######## design 1 ########
==> design_1/sizes.png <==
Bar = 20 um.
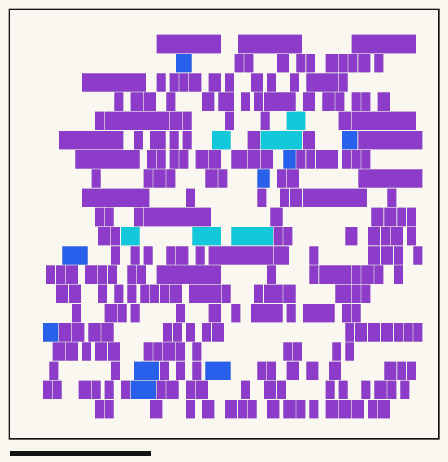

--- config.mk ---
export PLATFORM = sky130hd
export DESIGN_NAME = uart_tx_arbiter_flat
export DESIGN_NICKNAME = d
export VERILOG_FILES = /design/src/rtl/uart_tx_arbiter_if.sv /design/src/rtl/uart_tx_arbiter.sv /design/src/flat_wrapper.sv
export SDC_FILE = /design/constraint.sdc
export NUM_CORES = 1
export LEC_CHECK = 0
export ABC_AREA = 1
export CAP_MARGIN = 10
export CORE_MARGIN = 2
export CORE_UTILIZATION = 50
export DETAILED_ROUTE_END_ITERATION = 12
export DONT_BUFFER_PORTS = 1
export PLACE_DENSITY = 0.68
export RECOVER_POWER = 100
export REMOVE_ABC_BUFFERS = 1
export SYNTH_ARGS = -nofsm -noshare
export SYNTH_HDL_FRONTEND = slang
export SYNTH_SLANG_ARGS = --single-unit
--- constraint.sdc ---
create_clock -name i_clk -period 6.5 [get_ports i_clk]
set_input_delay 0.975 -clock i_clk [delete_from_list [all_inputs] [get_ports i_clk]]
set_output_delay 0.975 -clock i_clk [all_outputs]
set_load 0.01 [all_outputs]
--- src/rtl/uart_tx_arbiter_if.sv ---
// Bundle between the requesters, the arbiter and the shared UART transmitter.
// master: arbiter side (drives the ready, tx, busy, grant and timeout signals). slave: requesters + transmitter side.
// Signals: port_en/req_valid/req_data/req_last/req_ready per requester, tx_valid/tx_data/tx_ready, busy/grant/timeout.
interface uart_tx_arbiter_if #(
    parameter int N_REQ = 4
);
    localparam int GW = $clog2(N_REQ);

    logic [N_REQ-1:0]   port_en;
    logic [N_REQ-1:0]   req_valid;
    logic [8*N_REQ-1:0] req_data;
    logic [N_REQ-1:0]   req_last;
    logic [N_REQ-1:0]   req_ready;
    logic               tx_valid;
    logic [7:0]         tx_data;
    logic               tx_ready;
    logic               busy;
    logic [GW-1:0]      grant;
    logic               timeout;

    modport master (
        input  port_en, req_valid, req_data, req_last, tx_ready,
        output req_ready, tx_valid, tx_data, busy, grant, timeout
    );

    modport slave (
        output port_en, req_valid, req_data, req_last, tx_ready,
        input  req_ready, tx_valid, tx_data, busy, grant, timeout
    );
endinterface

--- src/rtl/uart_tx_arbiter.sv ---
// Round-robin arbiter sharing one UART transmitter; a grant is locked for a whole message, with idle-timeout release.
// Latency: 1 cycle of arbitration (IDLE) before the first byte; bytes then pass combinationally while locked.
// Backpressure: tx_ready is forwarded to the owner's req_ready only; every other requester sees ready low.
// Ports: i_clk, i_rst_n (async active-low), bus (uart_tx_arbiter_if.master) carrying the requester and tx signals.
module uart_tx_arbiter #(
    parameter int N_REQ   = 4,
    parameter int TIMEOUT = 1024
) (
    input  logic               i_clk,
    input  logic               i_rst_n,
    uart_tx_arbiter_if.master  bus
);
    localparam int GW = $clog2(N_REQ);
    localparam int CW = (TIMEOUT > 0) ? $clog2(TIMEOUT + 1) : 1;
    localparam logic [CW-1:0] CNT_FIRE = CW'((TIMEOUT > 0) ? TIMEOUT - 1 : 0);
    localparam logic [CW-1:0] CNT_SAT  = CW'(TIMEOUT);

    typedef enum logic {IDLE, LOCK} state_t;

    state_t        state;
    logic [GW-1:0] grant;
    logic [CW-1:0] cnt;
    logic          timeout;

    logic          lock;
    logic          g_valid;
    logic          g_en;
    logic          g_last;
    logic [7:0]    g_data;
    logic          xfer;
    logic          fire;

    logic [N_REQ-1:0] eligible;
    logic [GW-1:0]    scan_idx [N_REQ];
    logic             found;
    logic [GW-1:0]    next_grant;

    // Only the owner's lane is ever selected, so junk on idle lanes cannot leak out.
    assign lock    = (state == LOCK);
    assign g_valid = bus.req_valid[grant];
    assign g_en    = bus.port_en[grant];
    assign g_last  = bus.req_last[grant];
    assign g_data  = bus.req_data[{grant, 3'b000} +: 8];
    assign xfer    = lock & g_valid & g_en & bus.tx_ready;

    // Owner silent for TIMEOUT cycles in a row: counter reached TIMEOUT-1 and valid is still low.
    assign fire = (TIMEOUT != 0) && lock && !g_valid && (cnt == CNT_FIRE);

    assign bus.tx_valid = lock & g_valid & g_en;
    assign bus.tx_data  = lock ? g_data : 8'h00;
    assign bus.busy     = lock;
    assign bus.grant    = grant;
    assign bus.timeout  = timeout;

    always_comb begin
        bus.req_ready = '0;
        if (lock && g_en && bus.tx_ready) begin
            bus.req_ready[grant] = 1'b1;
        end
    end

    // Scan starts one past the last owner, so a port re-requesting right after
    // its own message goes to the back of the line.
    assign eligible = bus.req_valid & bus.port_en;

    always_comb begin
        found      = 1'b0;
        next_grant = grant;
        for (int i = 0; i < N_REQ; i++) begin
            scan_idx[i] = GW'((int'(grant) + i + 1) % N_REQ);
        end
        for (int i = 0; i < N_REQ; i++) begin
            if (!found && eligible[scan_idx[i]]) begin
                found      = 1'b1;
                next_grant = scan_idx[i];
            end
        end
    end

    always_ff @(posedge i_clk or negedge i_rst_n) begin
        if (!i_rst_n) begin
            state   <= IDLE;
            grant   <= GW'(N_REQ - 1);
            cnt     <= '0;
            timeout <= 1'b0;
        end else begin
            timeout <= 1'b0;
            case (state)
                IDLE: begin
                    cnt <= '0;
                    if (found) begin
                        grant <= next_grant;
                        state <= LOCK;
                    end
                end
                LOCK: begin
                    if ((xfer && g_last) || !g_en) begin
                        state <= IDLE;
                        cnt   <= '0;
                    end else if (fire) begin
                        state   <= IDLE;
                        timeout <= 1'b1;
                        cnt     <= '0;
                    end else if (g_valid || (TIMEOUT == 0)) begin
                        // Valid high (even if stalled on tx_ready) keeps the owner alive.
                        cnt <= '0;
                    end else if (cnt != CNT_SAT) begin
                        cnt <= cnt + 1'b1;
                    end
                end
                default: state <= IDLE;
            endcase
        end
    end
endmodule
--- src/flat_wrapper.sv ---
// flat-port wrapper written by rule: the top's interface ports become plain ports
module uart_tx_arbiter_flat 
#(
    parameter int N_REQ   = 4,
    parameter int TIMEOUT = 1024
)
  (i_clk, i_rst_n, bus_port_en, bus_req_valid, bus_req_data, bus_req_last, bus_tx_ready, bus_req_ready, bus_tx_valid, bus_tx_data, bus_busy, bus_grant, bus_timeout);
  uart_tx_arbiter_if #(.N_REQ(N_REQ)) bus_i ();
  input  logic i_clk;
  input  logic i_rst_n;
  input wire logic [$bits(bus_i.port_en)-1:0] bus_port_en;
  input wire logic [$bits(bus_i.req_valid)-1:0] bus_req_valid;
  input wire logic [$bits(bus_i.req_data)-1:0] bus_req_data;
  input wire logic [$bits(bus_i.req_last)-1:0] bus_req_last;
  input wire logic [$bits(bus_i.tx_ready)-1:0] bus_tx_ready;
  output wire logic [$bits(bus_i.req_ready)-1:0] bus_req_ready;
  output wire logic [$bits(bus_i.tx_valid)-1:0] bus_tx_valid;
  output wire logic [$bits(bus_i.tx_data)-1:0] bus_tx_data;
  output wire logic [$bits(bus_i.busy)-1:0] bus_busy;
  output wire logic [$bits(bus_i.grant)-1:0] bus_grant;
  output wire logic [$bits(bus_i.timeout)-1:0] bus_timeout;
  assign bus_i.port_en = bus_port_en;
  assign bus_i.req_valid = bus_req_valid;
  assign bus_i.req_data = bus_req_data;
  assign bus_i.req_last = bus_req_last;
  assign bus_i.tx_ready = bus_tx_ready;
  assign bus_req_ready = bus_i.req_ready;
  assign bus_tx_valid = bus_i.tx_valid;
  assign bus_tx_data = bus_i.tx_data;
  assign bus_busy = bus_i.busy;
  assign bus_grant = bus_i.grant;
  assign bus_timeout = bus_i.timeout;
  uart_tx_arbiter #(.N_REQ(N_REQ), .TIMEOUT(TIMEOUT)) u_core (.i_clk(i_clk), .i_rst_n(i_rst_n), .bus(bus_i));
endmodule
######## design 2 ########
===== src/rtl/spi_rx_deser.sv =====
// SPI receive deserializer: rebuilds MSB-first 16-bit words from the serial stream
// and hands them downstream over valid/ready, flagging overruns and truncated frames.
module spi_rx_deser #(
  parameter int SYNC_STAGES = 2,
  parameter int WORD_W      = 16
) (
  input  logic              clk,
  input  logic              rst,
  input  logic              s_clk,
  input  logic              spi_cs_l,
  input  logic              sdi,
  output logic [WORD_W-1:0] out_data,
  output logic              out_valid,
  input  logic              out_ready,
  output logic [4:0]        bit_cnt,
  output logic              overrun,
  output logic              frame_err,
  input  logic              ovr_clr
);

  typedef enum logic {IDLE = 1'b0, SHIFT = 1'b1} state_t;

  logic sclk_s, cs_s, sdi_s, sclk_q;

  generate
    if (SYNC_STAGES == 0) begin : g_nosync
      assign sclk_s = s_clk;
      assign cs_s   = spi_cs_l;
      assign sdi_s  = sdi;
    end else begin : g_sync
      logic [SYNC_STAGES-1:0] sclk_sr, cs_sr, sdi_sr;
      // Reset to the idle line state so release never looks like an s_clk edge.
      always_ff @(posedge clk or negedge rst) begin
        if (!rst) begin
          sclk_sr <= '1;
          cs_sr   <= '1;
          sdi_sr  <= '0;
        end else begin
          sclk_sr[0] <= s_clk;
          cs_sr[0]   <= spi_cs_l;
          sdi_sr[0]  <= sdi;
          for (int i = 1; i < SYNC_STAGES; i++) begin
            sclk_sr[i] <= sclk_sr[i-1];
            cs_sr[i]   <= cs_sr[i-1];
            sdi_sr[i]  <= sdi_sr[i-1];
          end
        end
      end
      assign sclk_s = sclk_sr[SYNC_STAGES-1];
      assign cs_s   = cs_sr[SYNC_STAGES-1];
      assign sdi_s  = sdi_sr[SYNC_STAGES-1];
    end
  endgenerate

  state_t            state_q, state_d;
  logic [WORD_W-2:0] shift_q, shift_d;
  logic [4:0]        cnt_d;
  logic [WORD_W-1:0] new_word;
  logic              samp_edge, word_done, fe_d, load, ovr_evt;

  assign samp_edge = sclk_s & ~sclk_q & ~cs_s;
  assign new_word  = {shift_q, sdi_s};

  always_ff @(posedge clk or negedge rst) begin
    if (!rst) begin
      state_q   <= IDLE;
      sclk_q    <= 1'b1;
      shift_q   <= '0;
      bit_cnt   <= '0;
      frame_err <= 1'b0;
    end else begin
      state_q   <= state_d;
      sclk_q    <= sclk_s;
      shift_q   <= shift_d;
      bit_cnt   <= cnt_d;
      frame_err <= fe_d;
    end
  end

  always_comb begin
    state_d   = state_q;
    shift_d   = shift_q;
    cnt_d     = bit_cnt;
    fe_d      = 1'b0;
    word_done = 1'b0;
    case (state_q)
      IDLE: begin
        cnt_d = '0;
        if (!cs_s) state_d = SHIFT;
      end
      SHIFT: begin
        if (cs_s) begin
          state_d = IDLE;
          shift_d = '0;
          cnt_d   = '0;
          fe_d    = (bit_cnt != '0);
        end else if (samp_edge) begin
          shift_d = new_word[WORD_W-2:0];
          if (bit_cnt == 5'(WORD_W - 1)) begin
            cnt_d     = '0;
            word_done = 1'b1;
          end else begin
            cnt_d = bit_cnt + 5'd1;
          end
        end
      end
      default: state_d = IDLE;
    endcase
  end

  // A completing word may replace one that is being accepted in the same cycle.
  assign load    = word_done & (~out_valid | out_ready);
  assign ovr_evt = word_done & ~load;

  always_ff @(posedge clk or negedge rst) begin
    if (!rst) begin
      out_data  <= '0;
      out_valid <= 1'b0;
      overrun   <= 1'b0;
    end else begin
      if (load) begin
        out_data  <= new_word;
        out_valid <= 1'b1;
      end else if (out_ready) begin
        out_valid <= 1'b0;
      end
      if (ovr_evt)      overrun <= 1'b1;
      else if (ovr_clr) overrun <= 1'b0;
    end
  end

endmodule

===== config.mk =====
export PLATFORM = sky130hd
export DESIGN_NAME = spi_rx_deser
export DESIGN_NICKNAME = d
export VERILOG_FILES = /design/src/rtl/spi_rx_deser.sv
export SDC_FILE = /design/constraint.sdc
export NUM_CORES = 1
export LEC_CHECK = 0
export CORE_MARGIN = 10
export CORE_UTILIZATION = 40
export CTS_BUF_LIST = sky130_fd_sc_hd__clkbuf_4
export DETAILED_ROUTE_END_ITERATION = 7
export PLACE_DENSITY = 0.65
export SYNTH_ARGS = -nofsm -noshare
export SYNTH_HDL_FRONTEND = slang
export SYNTH_SLANG_ARGS = --single-unit

===== constraint.sdc =====
create_clock -name clk -period 2.45 [get_ports clk]
set_input_delay 0.6125 -clock clk [delete_from_list [all_inputs] [get_ports clk]]
set_output_delay 0.6125 -clock clk [all_outputs]
set_load 0.01 [all_outputs]

==> design_1/clocks.png <==
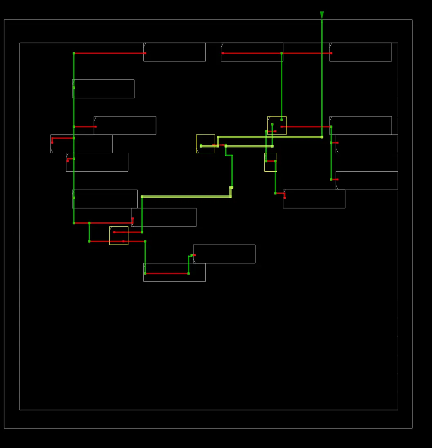
worst clock skew: 0.00638 ns
clock latency reported for the late side of the worst-skew pair: 0.29 ns

## Picture notes: design_1/sizes.png
cyan -> _3 and _4 cells  # cells 6, share 2.3%, most used clkbuf_4
purple -> _0 and _1 cells  # cells 243, share 94%, most used nand2_1
blue -> _2 cells  # cells 9, share 3.5%, most used nand3_2
area added between synthesis and finish: -0.625%
final instance area: 0.00159 mm^2
worst setup slack after layout: 2.47 ns
layout buffer count excluding clock buffers: 0

==> results.rst, design 1 <==
Flow metrics
------------

.. list-table::
   :header-rows: 1

   * - Metric
     - Value
   * - Cell at the root of the clock tree
     - clkbuf_4
   * - Portion of total power attributed to the clock network
     - 7.8%
   * - Dominant kind of combinational cell
     - simple AND/OR/NAND/NOR gates
   * - Status
     - complete, no violations
   * - Number of sinks driven by the clock tree
     - 15
   * - Share of total power consumed by net switching
     - 59.1%
   * - First-pass GRT wire length
     - 6090 um
   * - Reported combinational group power
     - 472 uW
   * - Number of iterations in the first detailed-routing pass
     - 4
   * - Mean instance size in the synthesized netlist
     - 6.08 um^2
   * - Synth Flop Type
     - dfrtp_1
   * - Post-synthesis register bit count
     - 15
   * - Worst Path Arrival
     - 3.06 ns
   * - Die extent in y
     - 60.6 um
   * - Number of sequential storage elements
     - 15
   * - Register share after synthesis
     - 23.6%
   * - Int Pwr
     - 285 uW
   * - Area of the die
     - 0.00367 mm^2
   * - Num tapcells
     - 44
   * - Heaviest power group
     - combinational cells
   * - Tally of nets with antenna violations remaining after routing
     - 0
   * - Total cell area reported by yosys after synthesis
     - 0.00160 mm^2
   * - Clock buffer count
     - 3
   * - Core utilization before placement
     - 52.4%
design 1: critical path, delay by kind of cell (launching register included):
| family | cells | cell delay (ns) |
|---|---|---|
| buffers and inverters | 2 | 0.86 |
| flip-flops | 1 | 1.27 |
| AND/OR/NAND/NOR | 5 | 0.62 |
design 1: state kept, by name, summed over array words and instances, names as in the netlist:
signal	count
u_core.cnt	11
u_core.bus.grant	2
u_core.bus.busy	1
u_core.bus.timeout	1
==> design_2/detail.png <==
Region (50, 7) to (80, 37) um. Cells in grey, sequential cells in the stronger grey; small squares are vias.
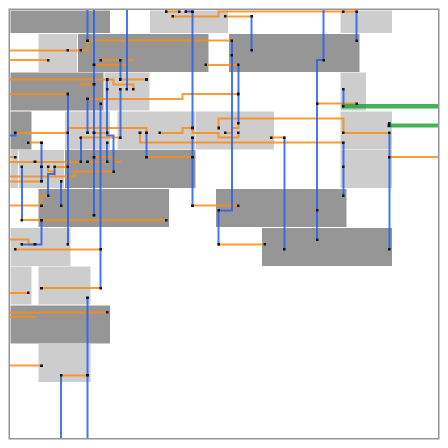
orange -> metal 1
green -> metal 3
blue -> metal 2
netlist names of flops here include = `out_data` (6), `shift_q` (3)
cells with their middle in the window = 23
most frequent = dfrtp_1 (9), clkdlybuf4s50_1 (5), mux2_4 (4)
sequential cells in the window = 9

==> design_2/clocks.png <==
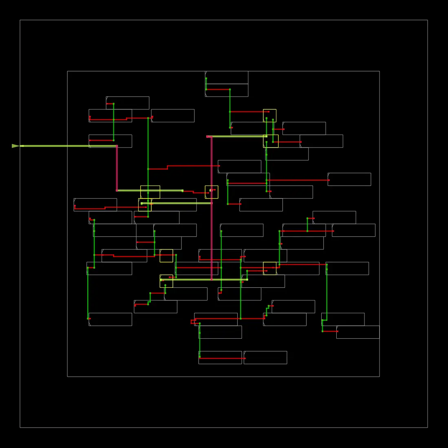
clk pwr: 395 uW
Inserted Clock Buffers: 5
clock buffer count: 5
number of sinks driven by the clock tree: 47
clock latency reported for the late side of the worst-skew pair: 0.37 ns

==> results.rst, design 2 <==
Flow metrics
------------

.. list-table::
   :header-rows: 1

   * - Metric
     - Value
   * - Status
     - complete, no violations
   * - Number of sequential storage elements
     - 47
   * - Cell with the most instances after synthesis
     - dfrtp_1
   * - Slowest stage cell, crit path
     - clkdlybuf4s50_1
   * - Type of the most critical hold path
     - input port to async pin
   * - Vias per cell
     - 5.15
   * - Number of logic gates
     - 59
   * - Critical path launch point
     - bit_cnt[2]$_DFFE_PN0P_
   * - Number of cell rows
     - 24
   * - Sum of buffers and inverters on the critical path
     - 1
   * - CTS tree
     - built
   * - Int Pwr
     - 929 uW
   * - Reported combinational group power
     - 45.2 uW
   * - Pin count of the biggest net entering global routing
     - 41
   * - Ys async rst share
     - 100%
   * - Number of failing setup endpoints in the final timing report
     - 0
   * - Placed wire-length estimate
     - 2270 um
   * - Share of post-route cells with drive strength above 1
     - 21.6%
   * - Final critical path time including I/O delays and setup
     - 2.04 ns
   * - Register share of the cell area
     - 53.3%
   * - Number of enable flip-flop cells
     - 0
   * - Relative max-transition margin
     - 31.8%
   * - Total count of max-transition violations in the final report
     - 0
-- design 2: cells by family after synthesis --
kind of cell,after synthesis,share of synthesized area (%)
muxes,16,12.1
buffers and inverters,10,3.82
xor gates and xnor gates,2,0.973
DFF,47,65.7
and+or+nand+nor,18,6.05
AOI/OAI and AO/OA,21,10.0
adders and majority gates,2,1.39
-- design 2: sequential cells by signal (all words and copies together), names as in the netlist, 2 cells and up --
| register | cells |
|---|---|
| g_sync.cs_sr | 2 |
| g_sync.sclk_sr | 2 |
| bit_cnt | 5 |
| shift_q | 15 |
| out_data | 16 |
| g_sync.sdi_sr | 2 |

######## design 3 ########
==> design_3/clocks.png <==
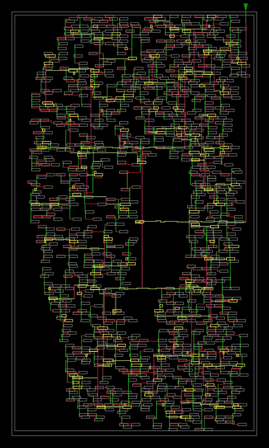

<file path="config.mk">
export PLATFORM = sky130hd
export DESIGN_NAME = branch_target_predictor_flat
export DESIGN_NICKNAME = d
export VERILOG_FILES = /design/src/rtl/branch_target_predictor_if.sv /design/src/rtl/branch_target_predictor.sv /design/src/flat_wrapper.sv
export SDC_FILE = /design/constraint.sdc
export NUM_CORES = 2
export LEC_CHECK = 0
export ABC_AREA = 0
export ABC_CLOCK_PERIOD_IN_PS = 5300
export CAP_MARGIN = 10
export CORE_AREA = 3 3 266 463
export DETAILED_ROUTE_END_ITERATION = 10
export DIE_AREA = 0 0 269 466
export HOLD_SLACK_MARGIN = 0.1
export SLEW_MARGIN = 10
export SYNTH_ARGS = -nofsm -noshare
export SYNTH_HDL_FRONTEND = slang
export SYNTH_SLANG_ARGS = --single-unit
export TNS_END_PERCENT = 20
</file>
<file path="constraint.sdc">
create_clock -name clk -period 5.3 [get_ports clk]
set_input_delay 1.06 -clock clk [delete_from_list [all_inputs] [get_ports clk]]
set_output_delay 1.06 -clock clk [all_outputs]
set_load 0.01 [all_outputs]
</file>
<file path="src/rtl/branch_target_predictor_if.sv">
// Fetch/EX/statistics signals between the pipeline and the branch target predictor.
// The pipeline is the master and the predictor is the slave.
interface branch_target_predictor_if #(
    parameter int PC_WIDTH   = 32,
    parameter int STAT_WIDTH = 16
);
    logic [PC_WIDTH-1:0]   IF_PC;
    logic                  pred_taken;
    logic [PC_WIDTH-1:0]   pred_target;
    logic                  EX_valid;
    logic                  EX_is_branch;
    logic [PC_WIDTH-1:0]   EX_PC;
    logic                  EX_taken;
    logic [PC_WIDTH-1:0]   EX_target;
    logic                  EX_pred_taken;
    logic [PC_WIDTH-1:0]   EX_pred_target;
    logic                  mispredict;
    logic [PC_WIDTH-1:0]   redirect_PC;
    logic [STAT_WIDTH-1:0] branch_count;
    logic [STAT_WIDTH-1:0] mispredict_count;

    modport master (
        output IF_PC, EX_valid, EX_is_branch, EX_PC, EX_taken, EX_target,
               EX_pred_taken, EX_pred_target,
        input  pred_taken, pred_target, mispredict, redirect_PC,
               branch_count, mispredict_count
    );

    modport slave (
        input  IF_PC, EX_valid, EX_is_branch, EX_PC, EX_taken, EX_target,
               EX_pred_taken, EX_pred_target,
        output pred_taken, pred_target, mispredict, redirect_PC,
               branch_count, mispredict_count
    );
endinterface

</file>
<file path="src/rtl/branch_target_predictor.sv">
// Direct-mapped BTB with 2-bit saturating counters: combinational fetch lookup,
// combinational EX mispredict/redirect, table and statistics update on the clock edge.
module branch_target_predictor #(
    parameter int PC_WIDTH    = 32,
    parameter int INDEX_WIDTH = 4,
    parameter int STAT_WIDTH  = 16
) (
    input logic                    clk,
    input logic                    rst_n,
    branch_target_predictor_if.slave bus
);
    localparam int ENTRIES = 1 << INDEX_WIDTH;
    localparam int TAG_W   = PC_WIDTH - INDEX_WIDTH - 2;
    localparam logic [PC_WIDTH-1:0] PC_STEP = PC_WIDTH'(4);

    logic [ENTRIES-1:0]                r_valid;
    logic [ENTRIES-1:0][TAG_W-1:0]     r_tag;
    logic [ENTRIES-1:0][PC_WIDTH-1:0]  r_target;
    logic [ENTRIES-1:0][1:0]           r_ctr;
    logic [STAT_WIDTH-1:0]             r_branch_cnt;
    logic [STAT_WIDTH-1:0]             r_mispred_cnt;

    logic [INDEX_WIDTH-1:0] w_if_idx, w_ex_idx;
    logic [TAG_W-1:0]       w_if_tag, w_ex_tag;
    logic                   w_if_hit, w_ex_hit;
    logic                   w_pred_taken;
    logic                   w_upd;
    logic                   w_mispredict;
    logic [PC_WIDTH-1:0]    w_correct;

    assign w_if_idx = bus.IF_PC[INDEX_WIDTH+1:2];
    assign w_if_tag = bus.IF_PC[PC_WIDTH-1:INDEX_WIDTH+2];
    assign w_ex_idx = bus.EX_PC[INDEX_WIDTH+1:2];
    assign w_ex_tag = bus.EX_PC[PC_WIDTH-1:INDEX_WIDTH+2];

    // Lookup reads the registered table only, so a same-index update shows next cycle.
    assign w_if_hit     = r_valid[w_if_idx] && (r_tag[w_if_idx] == w_if_tag);
    assign w_pred_taken = w_if_hit && r_ctr[w_if_idx][1];

    assign bus.pred_taken  = w_pred_taken;
    assign bus.pred_target = w_pred_taken ? r_target[w_if_idx] : bus.IF_PC + PC_STEP;

    assign w_ex_hit     = r_valid[w_ex_idx] && (r_tag[w_ex_idx] == w_ex_tag);
    assign w_upd        = bus.EX_valid && bus.EX_is_branch;
    assign w_correct    = bus.EX_taken ? bus.EX_target : bus.EX_PC + PC_STEP;
    assign w_mispredict = w_upd && ((bus.EX_taken != bus.EX_pred_taken) ||
                                    (bus.EX_pred_target != w_correct));

    assign bus.mispredict       = w_mispredict;
    assign bus.redirect_PC      = w_correct;
    assign bus.branch_count     = r_branch_cnt;
    assign bus.mispredict_count = r_mispred_cnt;

    always_ff @(posedge clk or negedge rst_n) begin
        if (!rst_n) begin
            for (int i = 0; i < ENTRIES; i++) begin
                r_valid[i]  <= 1'b0;
                r_tag[i]    <= '0;
                r_target[i] <= '0;
                r_ctr[i]    <= 2'b01;
            end
        end else if (w_upd) begin
            if (w_ex_hit) begin
                if (bus.EX_taken) begin
                    if (r_ctr[w_ex_idx] != 2'b11) r_ctr[w_ex_idx] <= r_ctr[w_ex_idx] + 2'd1;
                    r_target[w_ex_idx] <= bus.EX_target;
                end else if (r_ctr[w_ex_idx] != 2'b00) begin
                    r_ctr[w_ex_idx] <= r_ctr[w_ex_idx] - 2'd1;
                end
            end else if (bus.EX_taken) begin
                // Taken miss evicts whatever alias occupied the slot.
                r_valid[w_ex_idx]  <= 1'b1;
                r_tag[w_ex_idx]    <= w_ex_tag;
                r_target[w_ex_idx] <= bus.EX_target;
                r_ctr[w_ex_idx]    <= 2'b10;
            end
        end
    end

    always_ff @(posedge clk or negedge rst_n) begin
        if (!rst_n) begin
            r_branch_cnt  <= '0;
            r_mispred_cnt <= '0;
        end else begin
            if (w_upd && (r_branch_cnt != '1))
                r_branch_cnt <= r_branch_cnt + STAT_WIDTH'(1);
            if (w_mispredict && (r_mispred_cnt != '1))
                r_mispred_cnt <= r_mispred_cnt + STAT_WIDTH'(1);
        end
    end
endmodule

</file>
<file path="src/flat_wrapper.sv">
// flat-port wrapper written by rule: the top's interface ports become plain ports
module branch_target_predictor_flat 
#(
    parameter int PC_WIDTH    = 32,
    parameter int INDEX_WIDTH = 4,
    parameter int STAT_WIDTH  = 16
)
  (clk, rst_n, bus_IF_PC, bus_EX_valid, bus_EX_is_branch, bus_EX_PC, bus_EX_taken, bus_EX_target, bus_EX_pred_taken, bus_EX_pred_target, bus_pred_taken, bus_pred_target, bus_mispredict, bus_redirect_PC, bus_branch_count, bus_mispredict_count);
  branch_target_predictor_if #(.PC_WIDTH(PC_WIDTH), .STAT_WIDTH(STAT_WIDTH)) bus_i ();
  input logic clk;
  input logic rst_n;
  input wire logic [$bits(bus_i.IF_PC)-1:0] bus_IF_PC;
  input wire logic [$bits(bus_i.EX_valid)-1:0] bus_EX_valid;
  input wire logic [$bits(bus_i.EX_is_branch)-1:0] bus_EX_is_branch;
  input wire logic [$bits(bus_i.EX_PC)-1:0] bus_EX_PC;
  input wire logic [$bits(bus_i.EX_taken)-1:0] bus_EX_taken;
  input wire logic [$bits(bus_i.EX_target)-1:0] bus_EX_target;
  input wire logic [$bits(bus_i.EX_pred_taken)-1:0] bus_EX_pred_taken;
  input wire logic [$bits(bus_i.EX_pred_target)-1:0] bus_EX_pred_target;
  output wire logic [$bits(bus_i.pred_taken)-1:0] bus_pred_taken;
  output wire logic [$bits(bus_i.pred_target)-1:0] bus_pred_target;
  output wire logic [$bits(bus_i.mispredict)-1:0] bus_mispredict;
  output wire logic [$bits(bus_i.redirect_PC)-1:0] bus_redirect_PC;
  output wire logic [$bits(bus_i.branch_count)-1:0] bus_branch_count;
  output wire logic [$bits(bus_i.mispredict_count)-1:0] bus_mispredict_count;
  assign bus_i.IF_PC = bus_IF_PC;
  assign bus_i.EX_valid = bus_EX_valid;
  assign bus_i.EX_is_branch = bus_EX_is_branch;
  assign bus_i.EX_PC = bus_EX_PC;
  assign bus_i.EX_taken = bus_EX_taken;
  assign bus_i.EX_target = bus_EX_target;
  assign bus_i.EX_pred_taken = bus_EX_pred_taken;
  assign bus_i.EX_pred_target = bus_EX_pred_target;
  assign bus_pred_taken = bus_i.pred_taken;
  assign bus_pred_target = bus_i.pred_target;
  assign bus_mispredict = bus_i.mispredict;
  assign bus_redirect_PC = bus_i.redirect_PC;
  assign bus_branch_count = bus_i.branch_count;
  assign bus_mispredict_count = bus_i.mispredict_count;
  branch_target_predictor #(.PC_WIDTH(PC_WIDTH), .INDEX_WIDTH(INDEX_WIDTH), .STAT_WIDTH(STAT_WIDTH)) u_core (.clk(clk), .rst_n(rst_n), .bus(bus_i));
endmodule
</file>
######## design 4 ########
<file path="config.mk">
export PLATFORM = sky130hd
export DESIGN_NAME = sweep_ctrl_flat
export DESIGN_NICKNAME = d
export VERILOG_FILES = /design/src/rtl/sweep_ctrl_pkg.sv /design/src/rtl/sweep_ctrl_if.sv /design/src/rtl/sweep_ctrl_dwell_timer.sv /design/src/rtl/sweep_ctrl.sv /design/src/flat_wrapper.sv
export SDC_FILE = /design/constraint.sdc
export NUM_CORES = 1
export LEC_CHECK = 0
export ABC_AREA = 1
export CAP_MARGIN = 20
export CORE_MARGIN = 2
export CORE_UTILIZATION = 40
export CTS_BUF_LIST = sky130_fd_sc_hd__clkbuf_8
export DETAILED_ROUTE_END_ITERATION = 16
export REMOVE_ABC_BUFFERS = 1
export SLEW_MARGIN = 10
export SYNTH_ARGS = -nofsm -noshare
export SYNTH_HDL_FRONTEND = slang
export SYNTH_SLANG_ARGS = --single-unit
</file>
<file path="constraint.sdc">
create_clock -name i_clk -period 7.05 [get_ports i_clk]
set_input_delay 1.41 -clock i_clk [delete_from_list [all_inputs] [get_ports i_clk]]
set_output_delay 1.41 -clock i_clk [all_outputs]
set_load 0.01 [all_outputs]
</file>
<file path="src/rtl/sweep_ctrl_pkg.sv">
// sweep_ctrl_pkg: shared state encoding and default widths for the sweep sequencer
// Contents: W_DEF/DW_DEF default word widths, state_t FSM encoding.
package sweep_ctrl_pkg;
    localparam int W_DEF  = 16;
    localparam int DW_DEF = 16;
    typedef enum logic [1:0] {
        ST_IDLE  = 2'd0,
        ST_DWELL = 2'd1,
        ST_DONE  = 2'd2
    } state_t;
endpackage

</file>
<file path="src/rtl/sweep_ctrl_if.sv">
// sweep_ctrl_if: control/config and status bundle between the SPI register chain and the sweep sequencer
// Ports: master drives start/abort/cont and config words, reads step/status;
//        slave (the sequencer) reads config, drives o_step/o_sel_sine/o_busy/o_step_stb/o_done.
interface sweep_ctrl_if import sweep_ctrl_pkg::*; #(
    parameter int W  = W_DEF,
    parameter int DW = DW_DEF
) ();
    logic          i_start;
    logic          i_abort;
    logic          i_cont;
    logic [W-1:0]  i_start_step;
    logic [W-1:0]  i_stop_step;
    logic [W-1:0]  i_inc;
    logic [DW-1:0] i_dwell;
    logic [W-1:0]  o_step;
    logic          o_sel_sine;
    logic          o_busy;
    logic          o_step_stb;
    logic          o_done;
    modport master (
        output i_start, i_abort, i_cont, i_start_step, i_stop_step, i_inc, i_dwell,
        input  o_step, o_sel_sine, o_busy, o_step_stb, o_done
    );
    modport slave (
        input  i_start, i_abort, i_cont, i_start_step, i_stop_step, i_inc, i_dwell,
        output o_step, o_sel_sine, o_busy, o_step_stb, o_done
    );
endinterface

</file>
<file path="src/rtl/sweep_ctrl_dwell_timer.sv">
// dwell_timer: loadable down-counter that stops at zero and flags it
// Ports: i_clk, i_rst (sync, active high), i_clr (force to 0), i_load/i_val (load value),
//        o_zero (count is zero).
module dwell_timer import sweep_ctrl_pkg::*; #(
    parameter int DW = DW_DEF
) (
    input  logic          i_clk,
    input  logic          i_rst,
    input  logic          i_clr,
    input  logic          i_load,
    input  logic [DW-1:0] i_val,
    output logic          o_zero
);
    logic [DW-1:0] cnt_q, cnt_d;
    always_comb begin
        cnt_d = i_clr ? '0 : i_load ? i_val : (cnt_q != '0) ? cnt_q - 1'b1 : cnt_q;
    end
    always_ff @(posedge i_clk) begin
        if (i_rst) cnt_q <= '0;
        else       cnt_q <= cnt_d;
    end
    assign o_zero = (cnt_q == '0);
endmodule

</file>
<file path="src/rtl/sweep_ctrl.sv">
// sweep_ctrl: frequency-sweep sequencer stepping the sine generator phase increment
// Ports: i_clk, i_rst (sync, active high), bus (sweep_ctrl_if.slave): start/abort/cont and
//        start/stop/inc/dwell config in; o_step, o_sel_sine, o_busy, o_step_stb, o_done out.
module sweep_ctrl import sweep_ctrl_pkg::*; #(
    parameter int W  = W_DEF,
    parameter int DW = DW_DEF
) (
    input  logic        i_clk,
    input  logic        i_rst,
    sweep_ctrl_if.slave bus
);
    state_t        state_q, state_d;
    logic [W-1:0]  step_q, step_d;
    logic [W-1:0]  sh_start_q, sh_stop_q, sh_inc_q;
    logic [DW-1:0] sh_dwell_q, dw_src, reload;
    logic          sh_cont_q;
    logic          sel_q, sel_d, stb_q, stb_d;
    logic          go, load, clr, zero, adv;
    logic [W:0]    nxt;
    // One extra bit so a step past 2^W-1 compares greater than any stop instead of wrapping.
    assign nxt = {1'b0, step_q} + {1'b0, sh_inc_q};
    assign adv = (nxt <= {1'b0, sh_stop_q}) && (sh_inc_q != '0);
    // On the start cycle the shadow registers are not yet loaded, so reload from the live input.
    assign dw_src = go ? bus.i_dwell : sh_dwell_q;
    assign reload = (dw_src == '0) ? '0 : dw_src - 1'b1;
    always_comb begin
        state_d = state_q;
        step_d  = step_q;
        sel_d   = sel_q;
        stb_d   = 1'b0;
        go      = 1'b0;
        load    = 1'b0;
        clr     = 1'b0;
        if (bus.i_abort) begin
            state_d = ST_IDLE;
            step_d  = '0;
            sel_d   = 1'b0;
            clr     = 1'b1;
        end else begin
            case (state_q)
                ST_IDLE: begin
                    if (bus.i_start) begin
                        go      = 1'b1;
                        load    = 1'b1;
                        step_d  = bus.i_start_step;
                        sel_d   = 1'b1;
                        stb_d   = 1'b1;
                        state_d = ST_DWELL;
                    end
                end
                ST_DWELL: begin
                    if (zero) begin
                        if (adv || sh_cont_q) begin
                            step_d = adv ? nxt[W-1:0] : sh_start_q;
                            stb_d  = 1'b1;
                            load   = 1'b1;
                        end else begin
                            state_d = ST_DONE;
                        end
                    end
                end
                ST_DONE:  state_d = ST_IDLE;
                default:  state_d = ST_IDLE;
            endcase
        end
    end
    always_ff @(posedge i_clk) begin
        if (i_rst) begin
            state_q    <= ST_IDLE;
            step_q     <= '0;
            sel_q      <= 1'b0;
            stb_q      <= 1'b0;
            sh_start_q <= '0;
            sh_stop_q  <= '0;
            sh_inc_q   <= '0;
            sh_dwell_q <= '0;
            sh_cont_q  <= 1'b0;
        end else begin
            state_q <= state_d;
            step_q  <= step_d;
            sel_q   <= sel_d;
            stb_q   <= stb_d;
            if (go) begin
                sh_start_q <= bus.i_start_step;
                sh_stop_q  <= bus.i_stop_step;
                sh_inc_q   <= bus.i_inc;
                sh_dwell_q <= bus.i_dwell;
                sh_cont_q  <= bus.i_cont;
            end
        end
    end
    dwell_timer #(.DW(DW)) u_timer (
        .i_clk  (i_clk),
        .i_rst  (i_rst),
        .i_clr  (clr),
        .i_load (load),
        .i_val  (reload),
        .o_zero (zero)
    );
    assign bus.o_step     = step_q;
    assign bus.o_sel_sine = sel_q;
    assign bus.o_step_stb = stb_q;
    assign bus.o_busy     = (state_q == ST_DWELL);
    assign bus.o_done     = (state_q == ST_DONE);
endmodule

</file>
<file path="src/flat_wrapper.sv">
// flat-port wrapper written by rule: the top's interface ports become plain ports
module sweep_ctrl_flat import sweep_ctrl_pkg::*;
#(
    parameter int W  = W_DEF,
    parameter int DW = DW_DEF
)
  (i_clk, i_rst, bus_i_start, bus_i_abort, bus_i_cont, bus_i_start_step, bus_i_stop_step, bus_i_inc, bus_i_dwell, bus_o_step, bus_o_sel_sine, bus_o_busy, bus_o_step_stb, bus_o_done);
  sweep_ctrl_if #(.W(W), .DW(DW)) bus_i ();
  input  logic i_clk;
  input  logic i_rst;
  input wire logic [$bits(bus_i.i_start)-1:0] bus_i_start;
  input wire logic [$bits(bus_i.i_abort)-1:0] bus_i_abort;
  input wire logic [$bits(bus_i.i_cont)-1:0] bus_i_cont;
  input wire logic [$bits(bus_i.i_start_step)-1:0] bus_i_start_step;
  input wire logic [$bits(bus_i.i_stop_step)-1:0] bus_i_stop_step;
  input wire logic [$bits(bus_i.i_inc)-1:0] bus_i_inc;
  input wire logic [$bits(bus_i.i_dwell)-1:0] bus_i_dwell;
  output wire logic [$bits(bus_i.o_step)-1:0] bus_o_step;
  output wire logic [$bits(bus_i.o_sel_sine)-1:0] bus_o_sel_sine;
  output wire logic [$bits(bus_i.o_busy)-1:0] bus_o_busy;
  output wire logic [$bits(bus_i.o_step_stb)-1:0] bus_o_step_stb;
  output wire logic [$bits(bus_i.o_done)-1:0] bus_o_done;
  assign bus_i.i_start = bus_i_start;
  assign bus_i.i_abort = bus_i_abort;
  assign bus_i.i_cont = bus_i_cont;
  assign bus_i.i_start_step = bus_i_start_step;
  assign bus_i.i_stop_step = bus_i_stop_step;
  assign bus_i.i_inc = bus_i_inc;
  assign bus_i.i_dwell = bus_i_dwell;
  assign bus_o_step = bus_i.o_step;
  assign bus_o_sel_sine = bus_i.o_sel_sine;
  assign bus_o_busy = bus_i.o_busy;
  assign bus_o_step_stb = bus_i.o_step_stb;
  assign bus_o_done = bus_i.o_done;
  sweep_ctrl #(.W(W), .DW(DW)) u_core (.i_clk(i_clk), .i_rst(i_rst), .bus(bus_i));
endmodule
</file>
==> design_3/detail.png <==
Region (187, 102) to (217, 132) um. Cells in grey, sequential cells in the stronger grey; small squares are vias.
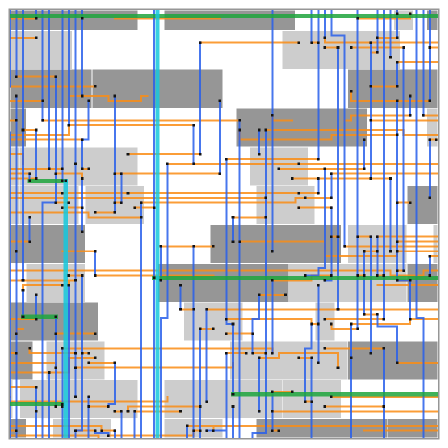
orange -> metal 1
blue -> metal 2
cyan -> metal 4
green -> metal 3
sequential cells in the window = 12
most frequent = dfrtp_1 (12), mux2_2 (11), mux4_2 (6)
netlist names of flops here include = `u_core.r_target` (12)
cells with their middle in the window = 31

Notes on design_3/clocks.png above:
clock buffer count: 132
worst clock skew: 0.0537 ns
clk pwr: 7.35 mW

==> results.rst, design 3 <==
Flow metrics
------------

.. list-table::
   :header-rows: 1

   * - Metric
     - Value
   * - Synthesized-area fraction occupied by xor and xnor cells
     - 2.46%
   * - Distinct lib cells
     - 85
   * - Area added between synthesis and finish
     - 22.1%
   * - Buffers inserted during post-CTS setup optimization
     - 12
   * - Violations in the final reports
     - negative setup slack
   * - Max Clock Freq
     - 188 MHz
   * - Number of warnings in the stage logs
     - 39
   * - Slowest stage cell, crit path
     - mux4_2
   * - Register share after synthesis
     - 47.0%
   * - Number of cell rows
     - 168
   * - Register share of total power
     - 45.2%
   * - Worst setup slack after layout
     - -0.0259 ns
   * - Number of failing setup endpoints in the final timing report
     - 3
   * - Die extent in y
     - 466 um
   * - DRT iter0 DRCs
     - 3127
   * - Placed wire-length estimate
     - 131000 um
   * - Final Cycle Share
     - 100%
   * - Status
     - finished, violations left
   * - Share of total power consumed by net switching
     - 27.2%
   * - Non-clock buffers, area share
     - 11.6%
   * - Vias in the first global route
     - 38772
[design 3: through the flow]
stage / cell area, um^2 / power [mW] / setup TNS, ns / hold slack, ns / cells
2_1_floorplan: 53700 / 11.8 / 0 / 0.445 / 3871
3_3_place_gp: 61500 / 13.4 / -19.62 / 0.460 / 5883
3_5_place_dp: 61500 / 13.5 / -21.32 / 0.470 / 5883
4_1_cts: 65300 / 21.0 / -0.360 / 0.374 / 6079
5_1_grt: 65600 / 21.6 / -1.61 / 0.374 / 6083
6_report: 65600 / 20.9 / -0.0473 / 0.344 / 6085
==> design_4/sizes.png <==
Bar = 50 um.
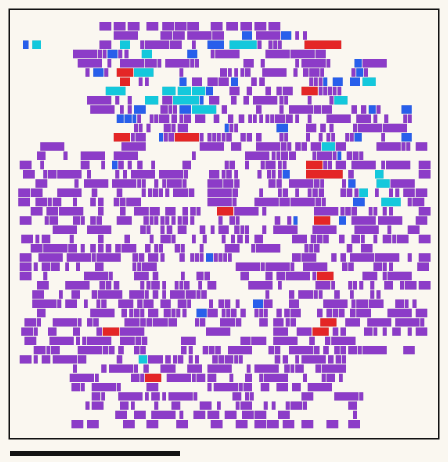
cyan -> _3 and _4 cells  # cells 20, share 2.3%, most used nor2_4
red -> _6 and larger  # cells 15, share 1.7%, most used clkbuf_8
blue -> _2 cells  # cells 38, share 4.3%, most used nand2_2
purple -> _0 and _1 cells  # cells 805, share 92%, most used nor2_1
area added between synthesis and finish: 20.4%
layout buffer count excluding clock buffers: 91
worst setup slack after layout: 2.46 ns
final instance area: 0.00715 mm^2

==> results.rst, design 4 <==
Flow metrics
------------

.. list-table::
   :header-rows: 1

   * - Metric
     - Value
   * - First-pass GRT wire length
     - 24600 um
   * - DRT iter0 DRCs
     - 288
   * - Status
     - complete, no violations
   * - Leak
     - 3.13 nW
   * - # Cells Yosys
     - 804
   * - Distinct lib cells
     - 49
   * - Hold path start
     - u_core.sh_start_q[15]$_SDFFE_PP0P_
   * - Vias per cell
     - 4.87
   * - Quantity of gates resized following cts
     - 0
   * - Setup repair after global routing missed its margin
     - no
   * - Final critical path time including I/O delays and setup
     - 4.59 ns
   * - Met1 usage
     - 28.7%
   * - Pin count of the biggest net entering global routing
     - 95
   * - Peak-usage layer in the global routing report
     - met1
   * - Tally of nets with antenna violations remaining after routing
     - 0
   * - Min Hold Slack
     - 0.462 ns
   * - Total count of max-transition violations in the final report
     - 0
   * - Clk tree area frac
     - 3.26%
   * - Worst setup path endpoint
     - u_core.bus.o_step[8]$_SDFFE_PP0P_
   * - Kind of start point of the critical path
     - flip-flop
   * - Most common cell after layout, fill and taps aside
     - nor2_1
   * - Routed len/inst
     - 13.7 um
   * - Area used by multi-input combinational logic
     - 0.00336 mm^2
   * - Instance area at placement
     - 0.00692 mm^2
   * - Most instantiated logic cells after routing
     - nor2_1, nand2_1, dfxtp_1, inv_1, clkdlybuf4s50_1
   * - Number of sequential storage elements
     - 101
   * - Placeable core area
     - 0.0145 mm^2
   * - Int Pwr
     - 1.30 mW
design 4: Yosys cell counts, types with 8 or more instances:
master,instances,area [um^2]
nor3_1,11,55.1
a21oi_1,77,385
a211oi_1,46,345
dfxtp_1,101,2020
nand2_1,103,387
nand3_1,25,125
o21ai_2,8,70.1
xor2_1,23,201
xnor2_1,16,140
nor2_1,113,424
o21ai_0,37,185
inv_1,100,375
nand2_2,11,68.8
clkbuf_1,18,67.6
ha_1,34,425
nand4_1,8,50.1


==> screenshots <==
Clock distribution.
(a)
Bar = 50 um.
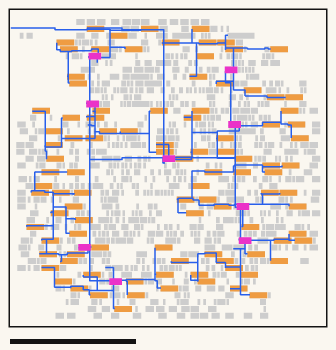
(b)
Bar = 20 um.
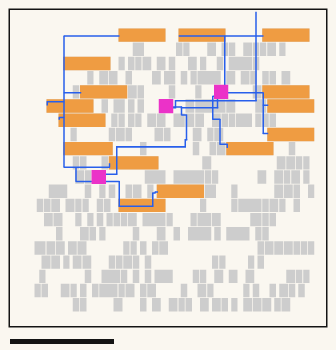
(c)
Bar = 100 um.
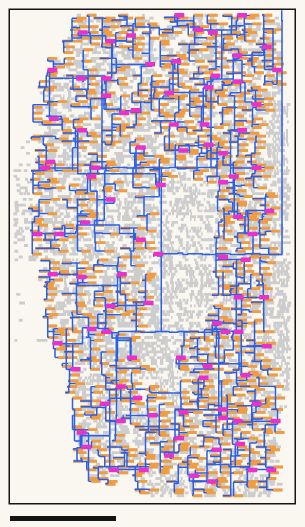
(d)
Bar = 20 um.
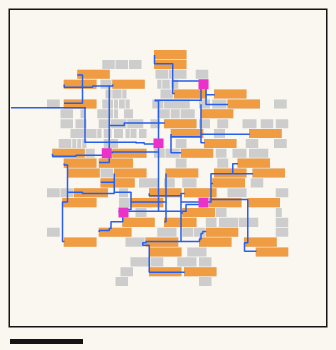
design 4 -> (a)
design 1 -> (b)
design 2 -> (d)
design 3 -> (c)
Of these, most sequential cells: (c)
Of these, fewest sequential cells: (b)


## Gallery

Sequential cells grouped by signal name.
image #1
Bar = 20 um. Other sequential cells in the stronger grey, the rest of the logic in the fainter grey.
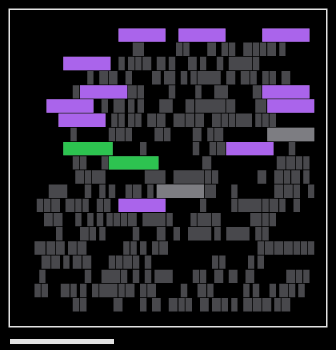
image #2
Bar = 20 um. Other sequential cells in the stronger grey, the rest of the logic in the fainter grey.
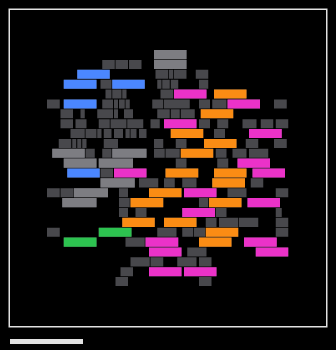
image #3
Bar = 100 um. Other sequential cells in the stronger grey, the rest of the logic in the fainter grey.
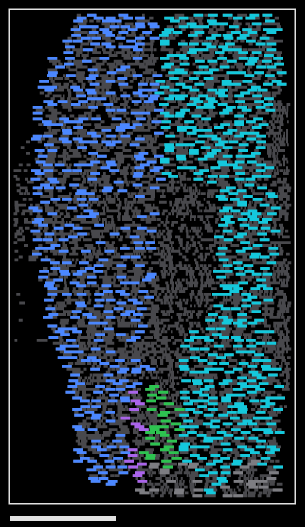
Image #1 comes from design 1.
Image #2 comes from design 2.
Image #3 comes from design 3.
Of these, largest die: image #3
Of these, smallest die: image #1

Key to image #1:
green -> `u_core.bus.grant`  # placed flops 2
purple -> `u_core.cnt`  # placed flops 11
not coloured = 2

Power and IR drop assume default switching activity.
